# com_fifo_fwft_rd

Figure 1. A small window of the routed layout (com_fifo_fwft_rd).
Bar = 5 microns. Window x 39 to 59, y 58 to 78 microns. Cells in grey, sequential cells in the stronger grey; small squares are vias.
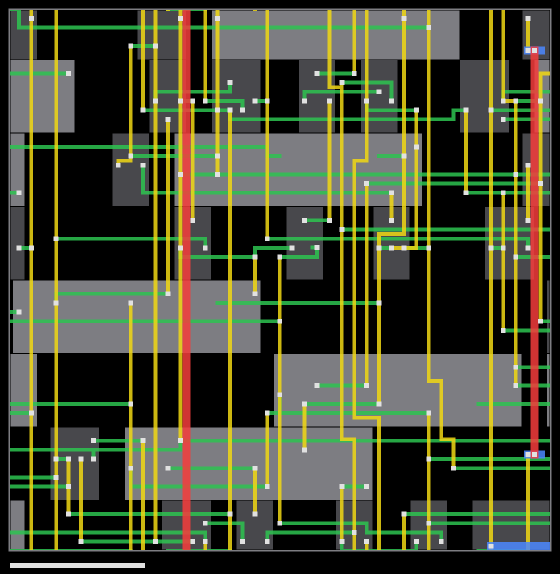

$ cat config.mk
export PLATFORM = sky130hd
export DESIGN_NAME = com_fifo_fwft_rd
export DESIGN_NICKNAME = d
export VERILOG_FILES = /design/src/rtl/com_fifo_fwft_rd.sv
export SDC_FILE = /design/constraint.sdc
export NUM_CORES = 1
export LEC_CHECK = 0
export ABC_AREA = 1
export CAP_MARGIN = 20
export CELL_PAD_IN_SITES_DETAIL_PLACEMENT = 1
export CELL_PAD_IN_SITES_GLOBAL_PLACEMENT = 1
export CORE_UTILIZATION = 36
export DETAILED_ROUTE_END_ITERATION = 6
export PLACE_DENSITY_LB_ADDON = 0.1
export SLEW_MARGIN = 15
export SYNTH_ARGS = -nofsm -noshare
export SYNTH_HDL_FRONTEND = slang
export SYNTH_SLANG_ARGS = --single-unit
export TNS_END_PERCENT = 50
$ cat constraint.sdc
create_clock -name clk -period 3.06 [get_ports clk]
set_input_delay 0.765 -clock clk [delete_from_list [all_inputs] [get_ports clk]]
set_output_delay 0.765 -clock clk [all_outputs]
set_load 0.005 [all_outputs]
$ cat src/rtl/com_fifo_fwft_rd.sv
`default_nettype none
// ============================================================================
//  Module   : com_fifo_fwft_rd
//  Brief    : Read-side output stage for the common synchronous FIFO. Issues
//             reads against the pointer controller, captures 1-cycle-latency
//             RAM data into a 2-entry buffer and presents a first-word-fall-
//             through valid/ready stream at one word per cycle.
//  Options  : COM_FIFO_FWFT_RD_ZERO_DATA_EN - force m_data to 0 while m_valid
//             is low (otherwise the stale head entry is visible).
//  Revision : 1.0 - initial release
// ============================================================================
module com_fifo_fwft_rd #(
   parameter int DW      = 32,
   parameter int RAM_LAT = 1
) (
   input  logic          clk,
   input  logic          rst_n,
   input  logic          clear,
   input  logic          rd_empty,
   output logic          rd_en,
   input  logic [DW-1:0] ram_rdata,
   output logic          m_valid,
   input  logic          m_ready,
   output logic [DW-1:0] m_data,
   output logic [1:0]    buf_cnt
);

   // Only a single-cycle RAM is supported; any other latency breaks the
   // credit accounting, which reserves exactly one slot per read in flight.
   generate
      if (RAM_LAT != 1) begin : g_ram_lat_bad
         $error("com_fifo_fwft_rd: RAM_LAT must be 1");
      end
   endgenerate

   logic          inflight_q, inflight_d;
   logic          head_q,     head_d;
   logic [1:0]    buf_cnt_q,  buf_cnt_d;
   logic [DW-1:0] mem0_q,     mem0_d;
   logic [DW-1:0] mem1_q,     mem1_d;

   logic          pop;
   logic          push;
   logic          tail;
   logic [2:0]    occ_next;
   logic [DW-1:0] head_data;

   assign m_valid = (buf_cnt_q != 2'd0);
   assign buf_cnt = buf_cnt_q;
   assign pop     = m_valid && m_ready;
   assign push    = inflight_q && !clear;
   // Tail slot is head + count (mod 2); with a full buffer and a pop this
   // lands on the slot being vacated by the head.
   assign tail    = head_q ^ buf_cnt_q[0];

   // Occupancy after this edge if no new read were issued; a read may be
   // issued only while that leaves room for its returning word.
   assign occ_next = {1'b0, buf_cnt_q} + {2'b00, inflight_q} - {2'b00, pop};
   assign rd_en    = !rd_empty && !clear && (occ_next < 3'd2);

   assign head_data = head_q ? mem1_q : mem0_q;

`ifdef COM_FIFO_FWFT_RD_ZERO_DATA_EN
   assign m_data = head_data & {DW{m_valid}};
`else
   assign m_data = head_data;
`endif

   // Next-state: buffer bookkeeping, read tracking and tail write.
   always_comb begin
      inflight_d = inflight_q;
      head_d     = head_q;
      buf_cnt_d  = buf_cnt_q;
      mem0_d     = mem0_q;
      mem1_d     = mem1_q;
      if (clear) begin
         // Any word returning from a read issued last cycle is dropped.
         inflight_d = 1'b0;
         head_d     = 1'b0;
         buf_cnt_d  = 2'd0;
      end else begin
         inflight_d = rd_en;
         head_d     = head_q ^ pop;
         buf_cnt_d  = buf_cnt_q + {1'b0, push} - {1'b0, pop};
         if (push) begin
            if (tail) begin
               mem1_d = ram_rdata;
            end else begin
               mem0_d = ram_rdata;
            end
         end
      end
   end

   // State registers, asynchronously reset to an empty buffer.
   always_ff @(posedge clk or negedge rst_n) begin
      if (!rst_n) begin
         inflight_q <= 1'b0;
         head_q     <= 1'b0;
         buf_cnt_q  <= 2'd0;
         mem0_q     <= '0;
         mem1_q     <= '0;
      end else begin
         inflight_q <= inflight_d;
         head_q     <= head_d;
         buf_cnt_q  <= buf_cnt_d;
         mem0_q     <= mem0_d;
         mem1_q     <= mem1_d;
      end
   end

   // Lite protocol checks: no overflow of the buffer, no read of an empty FIFO.
   always_ff @(posedge clk) begin
      if (rst_n) begin
         a_no_overflow : assert (!(push && (buf_cnt_q == 2'd2) && !pop));
         a_no_empty_rd : assert (!(rd_en && rd_empty));
      end
   end

endmodule
`default_nettype wire

# paper_seq_ctrl

<file path="src/rtl/paper_seq_ctrl.sv">
// Sequencer for the 2-bit paper processor: FETCH/EXEC/OPND/HALT FSM driving the
// instruction RAM address and owning pc, ir, accumulator, overflow and halt flag.
module paper_seq_ctrl #(
    parameter int ADDR_WIDTH = 2,
    parameter int ACC_WIDTH  = 2
) (
    input  logic                  clk,
    input  logic                  reset,
    input  logic                  run,
    input  logic [1:0]            data,
    output logic [ADDR_WIDTH-1:0] addr,
    output logic [ACC_WIDTH-1:0]  acc,
    output logic                  ovf,
    output logic                  halted,
    output logic [1:0]            state
);

    typedef enum logic [1:0] {
        FETCH = 2'd0,
        EXEC  = 2'd1,
        OPND  = 2'd2,
        HALT  = 2'd3
    } state_t;

    localparam logic [1:0] OP_INC = 2'b00;
    localparam logic [1:0] OP_JNO = 2'b01;
    localparam logic [1:0] OP_HLT = 2'b10;

    state_t                  state_q;
    state_t                  state_d;
    logic [ADDR_WIDTH-1:0]   pc;
    logic [ADDR_WIDTH-1:0]   pc_inc;
    logic [ADDR_WIDTH-1:0]   pc_skip;
    logic [1:0]              ir;
    logic [ACC_WIDTH:0]      acc_sum;

    // Increment with the carry-out kept in the top bit.
    function automatic logic [ACC_WIDTH:0] acc_inc(input logic [ACC_WIDTH-1:0] a);
        return {1'b0, a} + (ACC_WIDTH + 1)'(1);
    endfunction

    // The RAM word is only 2 bits wide; fit it to the address width.
    function automatic logic [ADDR_WIDTH-1:0] to_target(input logic [1:0] d);
        logic [ADDR_WIDTH+1:0] t;
        t = {{ADDR_WIDTH{1'b0}}, d};
        return t[ADDR_WIDTH-1:0];
    endfunction

    assign pc_inc  = pc + ADDR_WIDTH'(1);
    assign pc_skip = pc + ADDR_WIDTH'(2);
    assign acc_sum = acc_inc(acc);

    always_ff @(posedge clk or posedge reset) begin
        if (reset) begin
            state_q <= FETCH;
        end else begin
            state_q <= state_d;
        end
    end

    always_comb begin
        state_d = state_q;
        unique case (state_q)
            FETCH: if (run) state_d = EXEC;
            EXEC: begin
                unique case (ir)
                    OP_JNO:  state_d = OPND;
                    OP_HLT:  state_d = HALT;
                    default: state_d = FETCH;
                endcase
            end
            OPND:    state_d = FETCH;
            default: state_d = HALT;
        endcase
    end

    // addr depends only on state and pc, never on data.
    always_comb begin
        addr  = (state_q == OPND) ? pc_inc : pc;
        state = state_q;
    end

    always_ff @(posedge clk or posedge reset) begin
        if (reset) begin
            pc     <= '0;
            ir     <= '0;
            acc    <= '0;
            ovf    <= 1'b0;
            halted <= 1'b0;
        end else begin
            unique case (state_q)
                FETCH: if (run) ir <= data;
                EXEC: begin
                    unique case (ir)
                        OP_INC: begin
                            acc <= acc_sum[ACC_WIDTH-1:0];
                            ovf <= acc_sum[ACC_WIDTH];
                            pc  <= pc_inc;
                        end
                        OP_JNO:  ;
                        OP_HLT:  halted <= 1'b1;
                        default: pc <= pc_inc;
                    endcase
                end
                // Jump on no overflow; otherwise skip over the operand word.
                OPND:    pc <= ovf ? pc_skip : to_target(data);
                default: ;
            endcase
        end
    end

endmodule
</file>
<file path="config.mk">
export PLATFORM = sky130hd
export DESIGN_NAME = paper_seq_ctrl
export DESIGN_NICKNAME = d
export VERILOG_FILES = /design/src/rtl/paper_seq_ctrl.sv
export SDC_FILE = /design/constraint.sdc
export NUM_CORES = 1
export LEC_CHECK = 0
export CAP_MARGIN = 20
export CELL_PAD_IN_SITES_DETAIL_PLACEMENT = 0
export CELL_PAD_IN_SITES_GLOBAL_PLACEMENT = 1
export CORE_MARGIN = 10
export CORE_UTILIZATION = 40
export CTS_BUF_LIST = sky130_fd_sc_hd__clkbuf_16
export CTS_CLUSTER_DIAMETER = 100
export CTS_CLUSTER_SIZE = 25
export DETAILED_ROUTE_END_ITERATION = 10
export DONT_BUFFER_PORTS = 1
export HOLD_SLACK_MARGIN = 0.15
export MAX_ROUTING_LAYER = met4
export PLACE_DENSITY = 0.64
export SETUP_SLACK_MARGIN = 0.1
export SYNTH_ARGS = -nofsm -noshare
export SYNTH_HDL_FRONTEND = slang
export SYNTH_SLANG_ARGS = --single-unit
</file>
<file path="constraint.sdc">
create_clock -name clk -period 1.57 [get_ports clk]
set_input_delay 0.314 -clock clk [delete_from_list [all_inputs] [get_ports clk]]
set_output_delay 0.314 -clock clk [all_outputs]
set_load 0.005 [all_outputs]
</file>
# intc_arbiter

`config.mk`:
```
export PLATFORM = sky130hd
export DESIGN_NAME = intc_arbiter
export DESIGN_NICKNAME = d
export VERILOG_FILES = /design/src/rtl/intc_pkg.sv /design/src/rtl/intc_prio_enc.sv /design/src/rtl/intc_arbiter.sv
export SDC_FILE = /design/constraint.sdc
export NUM_CORES = 1
export LEC_CHECK = 0
export CAP_MARGIN = 20
export CORE_ASPECT_RATIO = 1.75
export CORE_MARGIN = 2
export CORE_UTILIZATION = 48
export CTS_BUF_LIST = sky130_fd_sc_hd__clkbuf_4 sky130_fd_sc_hd__clkbuf_8
export DETAILED_ROUTE_END_ITERATION = 8
export PLACE_DENSITY = 0.77
export SYNTH_ARGS = -nofsm -noshare
export SYNTH_HDL_FRONTEND = slang
export SYNTH_SLANG_ARGS = --single-unit
```
`constraint.sdc`:
```
create_clock -name clk -period 2.1 [get_ports clk]
set_clock_uncertainty 0.1 [all_clocks]
set_input_delay 0.42 -clock clk [delete_from_list [all_inputs] [get_ports clk]]
set_output_delay 0.42 -clock clk [all_outputs]
set_load 0.05 [all_outputs]
```
`src/rtl/intc_pkg.sv`:
```
// ---------------------------------------------------------------------------
// intc_pkg
// Shared types and helpers for the interrupt front-end (intc_arbiter).
//   intc_state_e  : arbiter FSM state encoding
//   *_DFLT        : default handler vector constants
//   calc_vec()    : handler address for a maskable source index
// ---------------------------------------------------------------------------
package intc_pkg;

   typedef enum logic [2:0] {
      IDLE,
      REQ_INT,
      REQ_NMI,
      SERVICE,
      NMI_SERVICE
   } intc_state_e;

   localparam logic [31:0] VEC_BASE_DFLT   = 32'h0000_0100;
   localparam logic [31:0] VEC_STRIDE_DFLT = 32'h0000_0008;
   localparam logic [31:0] VEC_NMI_DFLT    = 32'h0000_0080;

   function automatic logic [31:0] calc_vec(input logic [31:0] base,
                                            input logic [31:0] stride,
                                            input logic [31:0] idx);
      return base + idx * stride;
   endfunction

endpackage

```
`src/rtl/intc_prio_enc.sv`:
```
// ---------------------------------------------------------------------------
// intc_prio_enc
// Combinational priority encoder: the lowest set request index wins.
// Ports:
//   req   in  N  request vector
//   idx   out W  index of the winning request (0 when none)
//   valid out 1  at least one request is set
// ---------------------------------------------------------------------------
module intc_prio_enc #(
   parameter int unsigned N = 8,
   parameter int unsigned W = 3
) (
   input  logic [N-1:0] req,
   output logic [W-1:0] idx,
   output logic         valid
);

   // Scan from the top down so the lowest set index is the final assignment.
   always_comb begin
      idx   = '0;
      valid = 1'b0;
      for (int i = N - 1; i >= 0; i--) begin
         if (req[i]) begin
            idx   = W'(i);
            valid = 1'b1;
         end
      end
   end

endmodule

```
`src/rtl/intc_arbiter.sv`:
```
// ---------------------------------------------------------------------------
// intc_arbiter
// Interrupt front-end for the multicycle core's Controller. Latches IRQ/NMI
// requests, masks and priority-arbitrates them, presents a stable handler
// vector until acknowledged and tracks in-service state until end-of-interrupt,
// with one level of NMI nesting over a maskable handler.
//
// Build option: define INTC_LEVEL_TRIG_EN to make the maskable sources
// level-sensitive (pending follows irq_in, ack does not clear it). NMI is
// always edge-triggered.
//
// Ports:
//   clk        in   1        core clock, rising edge
//   reset      in   1        asynchronous, active-high
//   irq_in     in   NUM_IRQ  maskable requests
//   nmi_in     in   1        non-maskable request
//   mask_wr    in   1        strobe: mask <= mask_data
//   mask_data  in   NUM_IRQ  1 = source masked
//   int_en     in   1        global maskable enable from the Controller
//   int_ack    in   1        Controller accepts the current request
//   eoi        in   1        handler finished
//   int_out    out  1        Controller INT
//   nmi_out    out  1        Controller NMI
//   intd_out   out  1        Controller INTD (handler in service)
//   vec_out    out  32       handler address while a request is up
//   src_id     out  clog2    selected maskable source
//
// state       | meaning
// ------------+--------------------------------------------------------
// IDLE        | nothing requested or in service
// REQ_INT     | maskable request up, vector/src_id frozen
// REQ_NMI     | NMI request up
// SERVICE     | maskable handler running
// NMI_SERVICE | NMI handler running (nested flag: return to SERVICE)
// ---------------------------------------------------------------------------
module intc_arbiter
   import intc_pkg::*;
#(
   parameter int unsigned NUM_IRQ    = 8,
   parameter logic [31:0] VEC_BASE   = VEC_BASE_DFLT,
   parameter logic [31:0] VEC_STRIDE = VEC_STRIDE_DFLT,
   parameter logic [31:0] VEC_NMI    = VEC_NMI_DFLT
) (
   input  logic                       clk,
   input  logic                       reset,
   input  logic [NUM_IRQ-1:0]         irq_in,
   input  logic                       nmi_in,
   input  logic                       mask_wr,
   input  logic [NUM_IRQ-1:0]         mask_data,
   input  logic                       int_en,
   input  logic                       int_ack,
   input  logic                       eoi,
   output logic                       int_out,
   output logic                       nmi_out,
   output logic                       intd_out,
   output logic [31:0]                vec_out,
   output logic [$clog2(NUM_IRQ)-1:0] src_id
);

   localparam int unsigned IDW = $clog2(NUM_IRQ);

   intc_state_e        state;
   logic               nested;
   logic [NUM_IRQ-1:0] mask;
   logic [NUM_IRQ-1:0] pending;
   logic [NUM_IRQ-1:0] eligible;
   logic               nmi_pend;
   logic               nmi_prev;
   logic               nmi_clr;
   logic [IDW-1:0]     win_idx;
   logic               win_valid;

   always_ff @(posedge clk or posedge reset) begin
      if (reset) begin
         mask <= '1;
      end else if (mask_wr) begin
         mask <= mask_data;
      end
   end

`ifndef INTC_LEVEL_TRIG_EN
   logic [NUM_IRQ-1:0] irq_prev;
   logic [NUM_IRQ-1:0] ack_clr;

   always_comb begin
      ack_clr = '0;
      if (state == REQ_INT && int_ack) begin
         ack_clr[src_id] = 1'b1;
      end
   end

   // A fresh edge overrides a simultaneous ack clear of the same source.
   always_ff @(posedge clk or posedge reset) begin
      if (reset) begin
         irq_prev <= '1;
         pending  <= '0;
      end else begin
         irq_prev <= irq_in;
         pending  <= (pending & ~ack_clr) | (irq_in & ~irq_prev);
      end
   end
`else
   assign pending = irq_in;
`endif

   assign nmi_clr = (state == REQ_NMI) && int_ack;

   always_ff @(posedge clk or posedge reset) begin
      if (reset) begin
         nmi_prev <= 1'b1;
         nmi_pend <= 1'b0;
      end else begin
         nmi_prev <= nmi_in;
         nmi_pend <= (nmi_pend & ~nmi_clr) | (nmi_in & ~nmi_prev);
      end
   end

   assign eligible = pending & ~mask & {NUM_IRQ{int_en}};

   intc_prio_enc #(
      .N (NUM_IRQ),
      .W (IDW)
   ) u_prio_enc (
      .req   (eligible),
      .idx   (win_idx),
      .valid (win_valid)
   );

   always_ff @(posedge clk or posedge reset) begin
      if (reset) begin
         state    <= IDLE;
         nested   <= 1'b0;
         int_out  <= 1'b0;
         nmi_out  <= 1'b0;
         intd_out <= 1'b0;
         vec_out  <= '0;
         src_id   <= '0;
      end else begin
         case (state)
            IDLE: begin
               if (nmi_pend) begin
                  state   <= REQ_NMI;
                  nmi_out <= 1'b1;
                  vec_out <= VEC_NMI;
                  nested  <= 1'b0;
               end else if (win_valid) begin
                  state   <= REQ_INT;
                  int_out <= 1'b1;
                  src_id  <= win_idx;
                  vec_out <= calc_vec(VEC_BASE, VEC_STRIDE, 32'(win_idx));
               end
            end
            REQ_INT: begin
               if (int_ack) begin
                  state    <= SERVICE;
                  int_out  <= 1'b0;
                  intd_out <= 1'b1;
                  vec_out  <= '0;
               end else if (nmi_pend) begin
                  // Preempted source keeps its pending bit and is re-arbitrated later.
                  state   <= REQ_NMI;
                  int_out <= 1'b0;
                  nmi_out <= 1'b1;
                  vec_out <= VEC_NMI;
                  nested  <= 1'b0;
               end
            end
            REQ_NMI: begin
               if (int_ack) begin
                  state    <= NMI_SERVICE;
                  nmi_out  <= 1'b0;
                  intd_out <= 1'b1;
                  vec_out  <= '0;
               end
            end
            SERVICE: begin
               if (eoi) begin
                  state    <= IDLE;
                  intd_out <= 1'b0;
                  src_id   <= '0;
               end else if (nmi_pend) begin
                  // intd_out stays high: the maskable handler is still in service.
                  state   <= REQ_NMI;
                  nmi_out <= 1'b1;
                  vec_out <= VEC_NMI;
                  nested  <= 1'b1;
               end
            end
            NMI_SERVICE: begin
               if (eoi) begin
                  nested <= 1'b0;
                  if (nested) begin
                     state <= SERVICE;
                  end else begin
                     state    <= IDLE;
                     intd_out <= 1'b0;
                     src_id   <= '0;
                  end
               end
            end
            default: begin
               state    <= IDLE;
               nested   <= 1'b0;
               int_out  <= 1'b0;
               nmi_out  <= 1'b0;
               intd_out <= 1'b0;
               vec_out  <= '0;
               src_id   <= '0;
            end
         endcase
      end
   end

endmodule

```
Figure 2. Selected gate families (intc_arbiter).
Bar = 20 microns.
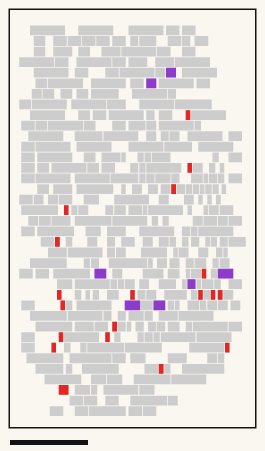
colour	family	cells
purple	and/or cells	7
red	inv cells	19
dominant logic cell type in the layout: sky130_fd_sc_hd__clkdlybuf4s50_1
filler-free cell count of the finished design: 422
combinational share of cell area: 0.2719

==> notes.md, intc_arbiter <==
Implementation run completed; key figures follow.

Outcome:
- The run finished with clean final reports.

Synthesis:
- The run gives the synthesized instance count as 250.
- Sorting the synthesized cells by area gives the leading types as sky130_fd_sc_hd__dfrtp_1 (44%), sky130_fd_sc_hd__dfstp_2 (15%), sky130_fd_sc_hd__nor2b_2 (4.8%).
- Summing every instance area after synthesis gives 2924 sq um.

Placement:
- Including well taps, the total number of placed cells is 405.

Global routing:
- For this run, global-route usage on met3 was measured as 0.04603.
- The run puts the number of global-route vias before repair at 2,221.

Cells and area:
- Once layout is complete, the utilization of the core stands at 0.6933.
- Per the layout area report, the combinational gate area comes to 1109 sq um.
- The number of antenna diodes in the final layout is 0.

Route:
- The run puts the average detailed-routed wire length per instance at 15.20 microns.
- The run gives the residual antenna-violating net count after detailed routing as 0.

Die:
- The initialized floorplan defines 37 standard-cell rows.

Pwr:
- The run puts the combinational logic power at 0.00181 W.
- The run puts the clock distribution power at 0.00120 W.
- IR analysis of the VDD net gives a maximum drop of 651.4 uV.

Critical path:
- The run puts the combined buffer and inverter count along the critical path at 1.
==> intc_arbiter: flip-flops by register name (all words and copies together) (netlist names) <==
| register | cells |
|---|---|
| pending | 8 |
| src_id | 3 |
| int_out | 1 |
| vec_out | 32 |
| nmi_pend | 1 |
| mask | 8 |
| nested | 1 |
| intd_out | 1 |
| state | 3 |
| nmi_prev | 1 |
| nmi_out | 1 |
| irq_prev | 8 |
==> intc_arbiter: cell families after synthesis <==
group                    after synthesis  synth area share
AND/OR/NAND/NOR                       81            0.1870
flip-flops                            68            0.5892
AND-OR/OR-AND                         66            0.1493
buffers and inverters                 26           0.04022
multiplexers                           8           0.03081
adder cells (fa/ha/maj)                1          0.003423
==> intc_arbiter: worst paths after layout <==
path                       slack, ns           to        start  cells past startpoint
hold reg to reg                 0.39  vec_out[19]  vec_out[19]                      1
min in group clk                0.39  vec_out[19]  vec_out[19]                      1
setup reg to reg                0.05      int_out      mask[2]                      5
setup / recovery                0.04  vec_out[11]  vec_out[11]                      1
hold / removal                  0.32   pending[2]        reset                      2
max in group asynchronous       1.07      mask[0]        reset                      3
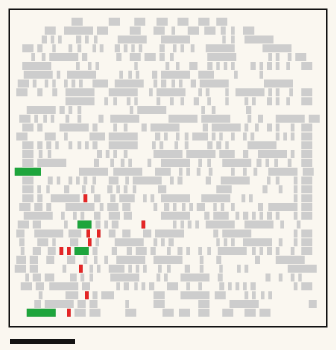
Figure 3: com_fifo_fwft_rd, selected gate families.
Bar = 20 microns.
colour	family	cells	most used
green	fa/ha/maj cells	4	ha_1
red	inv cells	10	inv_1
dominant logic cell type in the layout: sky130_fd_sc_hd__nand2_1
filler-free cell count of the finished design: 616

Figure 4. Signal wires by layer (com_fifo_fwft_rd).
Bar = 20 microns.
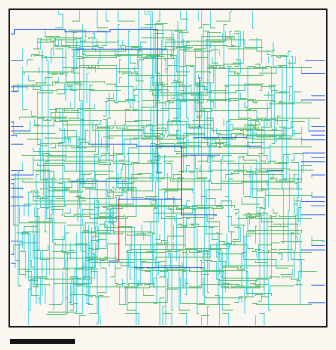
colour	layer	wire length
green	M1	4,170 microns
cyan	M2	4,540 microns
blue	M3	377 microns
red	M4	99.3 microns
wire length reported by the detailed router: 9.183 mm
overall global routing resource usage: 0.2083
total via count after detailed routing: 2,962

Notes on Figure 1 above:
colour	layer
blue	M3
yellow	M2
green	M1
red	M4
cells with their middle in the window	24
sequential cells in the window	5
netlist names of flops here include	mem0_q (3), mem1_q (2)
most frequent	nand2_1 (12), nand3_1 (6), dfrtp_1 (5)

==> notes.md, com_fifo_fwft_rd <==
Implementation run completed; key figures follow.

Hold path:
- The run gives the path type of the worst min-delay path as register to register.

Clock network:
- The run gives the number of buffers added by the clock tree synthesis step as 9.
- TritonCTS built the clock tree.
- The run puts the number of sinks driven by the clock tree at 68.

Final timing:
- The run gives the setup TNS after final layout as -0.01405 ns.
- The run puts the number of max-slew violations in the final report at 0.
- The run puts the setup-violating endpoint count in the final report at 1.
- The run puts the post-layout worst setup margin at -0.01405 ns.
- The run gives the relative slew slack as 0.4118.

Critical path:
- In this run the critical path is formed by buf_6 > inv_2 > nor2_4 > ha_4 > or2_4 > fa_2 > nand2_2 > nor2_1 > buf_2.
- STA lists the startpoint of the worst register-to-register path as buf_cnt[1].
- The run gives the startpoint kind of the worst setup timing path as an input pin.

Pwr:
- The run puts the clock share of power at 0.154.
- Looking at the group totals, the largest power group turns out to be combinational cells.
- Summed over the clock group, the power is 0.000656 W.
- The run gives the total power consumption of the routed design as 0.004254 W.

Synthesis:
- In this run, synthesis produced a sequential element count of 68.
- The run gives the count of library flops with an enable pin as 0.
- The largest total area in the synthesized netlist belongs to sky130_fd_sc_hd__dfrtp_1.
- The run gives the synthesized area divided by synthesized cell count as 7.722 sq um.
- The run gives the post-synthesis net count as 466.

Cells and area:
- The run puts the final standard cell area without fillers at 4319 sq um.
- The run puts the combined flip-flop and latch cell area at 1702 sq um.

Outcome:
- The final reports fail on negative setup slack.
- The flow ran to the end, but the final reports show violations.

Die:
- The run gives the standard cell core area as 8763 sq um.

Placement:
- Buffers placed on the I/O ports in this run total 72.
==> com_fifo_fwft_rd: worst paths after layout <==
check	endpoint	slack, ns	cells past startpoint
min in group asynchronous	mem1_q[24]	0.53	1
worst max-delay path	rd_en	-0.01	9
max in group asynchronous	mem1_q[2]	1.95	1
worst min register to register	mem0_q[22]	0.47	2
worst min-delay path	mem0_q[22]	0.47	2
worst max register to register	inflight_q	0.13	16
==> com_fifo_fwft_rd: kinds of logic after synthesis <==
group	after synthesis	synth area share
compound gates	1	0.001524
xor+xnor	1	0.002669
fa+ha+maj	4	0.01754
buf+inv	36	0.06443
flops	68	0.5185
simple gates	315	0.3954
==> com_fifo_fwft_rd: routing by layer <==
layer	global-route usage	up-vias	wire, microns
met1	0.2746	1410	4171
met5	0	-	0
met3	0.03957	10	376
li1	-	1478	-
met2	0.3464	64	4536
met4	0.06448	0	99
==> com_fifo_fwft_rd: timing repair <==
action	in CTS	in global routing
pin swaps	6	7
gates cloned	0	0
gates resized	16	1
hold buffers	0	0
setup buffers	10	1
setup endpoints to repair	1	2
==> com_fifo_fwft_rd: state kept, by name, indices dropped and copies added (netlist names) <==
register    count
mem0_q         32
mem1_q         32
buf_cnt         2
head_q          1
inflight_q      1
Figure 5. A small window of the routed layout (paper_seq_ctrl).
Bar = 5 microns. Window x 18 to 38, y 30 to 50 microns. Cells in grey, sequential cells in the stronger grey; small squares are vias.
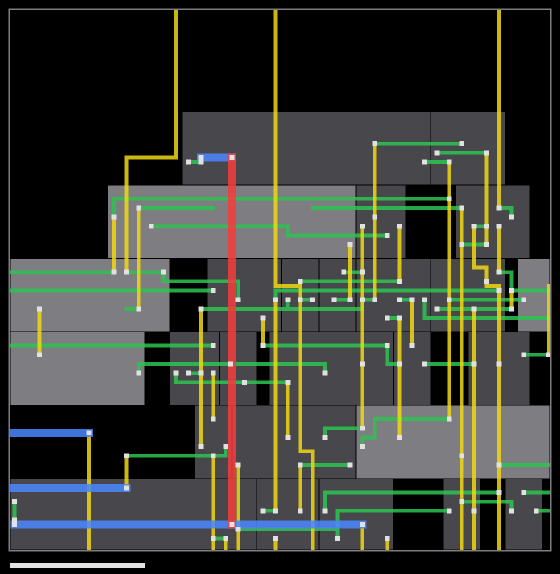
colour	layer
red	M4
green	M1
blue	M3
yellow	M2
netlist names of flops here include	ir (2)
cells with their middle in the window	25
sequential cells in the window	4
most frequent	nor2_1 (3), dfrtp_1 (3)

==> notes.md, paper_seq_ctrl <==
Implementation run completed; key figures follow.

Final timing:
- The run puts the share of the clock period used by the worst path after layout at 0.8931.
- The run gives the final number of hold-violating endpoints as 0.
- The run puts the clock period minus final worst setup slack at 1.402 ns.
- The run gives the final clock skew as 0.0008843 ns.
- The run puts the relative slew slack at 0.7344.

Pwr:
- The run gives the areal power density over the cells as 2379 nW/um^2.
- The run gives the net switching power as 0.0005569 W.
- The run puts the static leakage at 0.3114 nW.
- The run gives the combinational logic power as 0.000608 W.

Global routing:
- The run puts the remaining global-route overflow at 0.
- The initial antenna violation count came to 0.

Critical path:
- The critical path endpoint has a required time of 1.26 ns.
- Of all nets on the critical path, the largest fanout is 8.

Synthesis:
- The cell-mix breakdown from Yosys lists the simple-gate area share as 0.1553.
- The cell-mix breakdown from Yosys lists the adder-cell area share as 0.07059.
- The run gives the tally of yosys warning messages as 0.
- The run gives the yosys synthesis chip area as 531.8 sq um.
- Sorting the synthesized cells by how often they occur yields sky130_fd_sc_hd__dfrtp_1 (10), sky130_fd_sc_hd__inv_1 (5), sky130_fd_sc_hd__nand2_1 (5).

Flow run:
- The tool warning count for the run is 27.

Cells and area:
- Looking at the area split, the leading class of cells is multi-input combinational cells.
- The run gives the number of nets in the final layout as 69.

Outcome:
- The run finished with clean final reports.

Clock network:
- Looking at the clock tree report, the root buffer type is sky130_fd_sc_hd__clkbuf_16.
- As reported, the later end of the worst-skew pair has a clock insertion delay of 0.23 ns.

Die:
- The run gives the I/O pin count as 13.
- The floorplan has 13 rows.
## paper_seq_ctrl: layer usage
| metal | GRT usage | vias to the layer above | share of wire |
|---|---|---|---|
| met5 | - | - | 0 |
| met4 | 0.03093 | 0 | 0.012 |
| met3 | 0.04494 | 2 | 0.079 |
| met2 | 0.1129 | 10 | 0.48 |
| met1 | 0.08030 | 191 | 0.43 |
| li1 | - | 190 | - |
## paper_seq_ctrl: stage by stage
step	instance area (sq um)	hold WS [ns]	power, W	std cells	util
2_1_floorplan	531.8	0.1542	0.0009666	53	-
3_3_place_gp	555.5	0.1921	0.001071	68	0.4323
3_5_place_dp	555.5	0.2149	0.001105	68	0.4323
4_1_cts	643.1	0.2184	0.001557	72	0.5005
5_1_grt	676.9	0.2324	0.001740	74	0.5268
6_report	676.9	0.2147	0.001610	74	0.5268
## paper_seq_ctrl: worst max-delay path by stage
stage | end | slack, ns | cells after the start
global route | addr[1] | 0.11 | 3
CTS | addr[1] | 0.13 | 3
finish | addr[1] | 0.17 | 3
floorplan | pc[0] | 0.35 | 5
global placement | addr[1] | 0.29 | 3
detailed placement | pc[0] | 0.28 | 5

## Gallery

Track usage over the die.
panel A
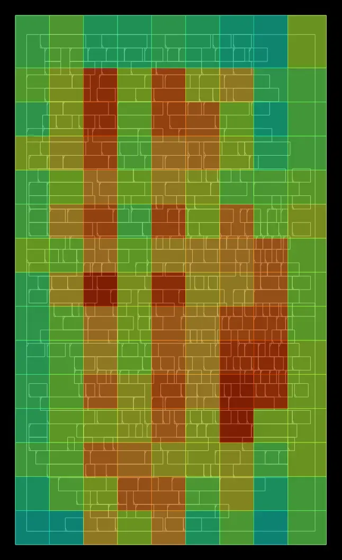
panel B
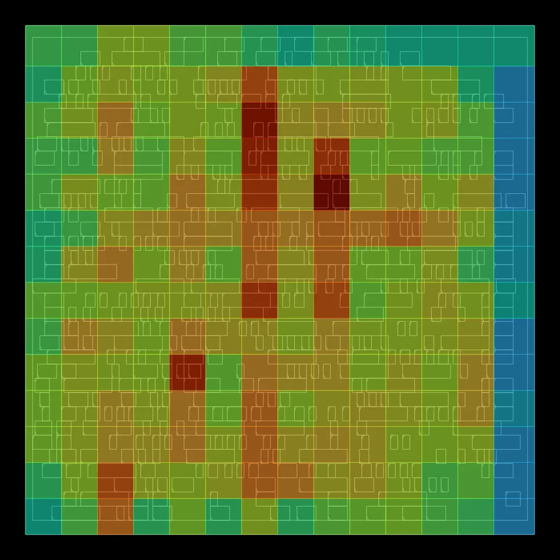
panel C
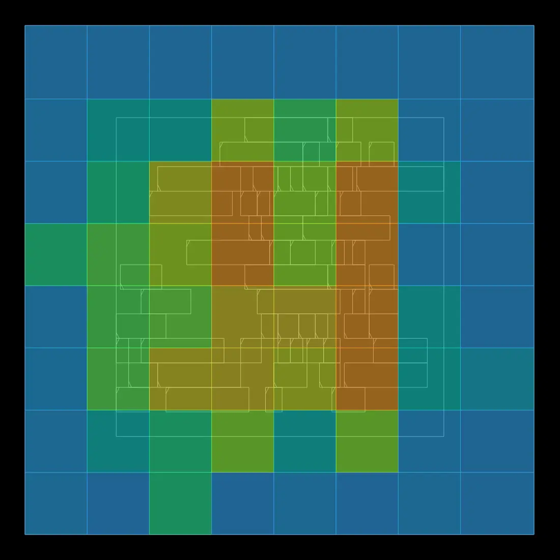
Of these, highest utilization: panel A
panel B: com_fifo_fwft_rd
panel A: intc_arbiter
panel C: paper_seq_ctrl


Power and IR drop assume default switching activity.
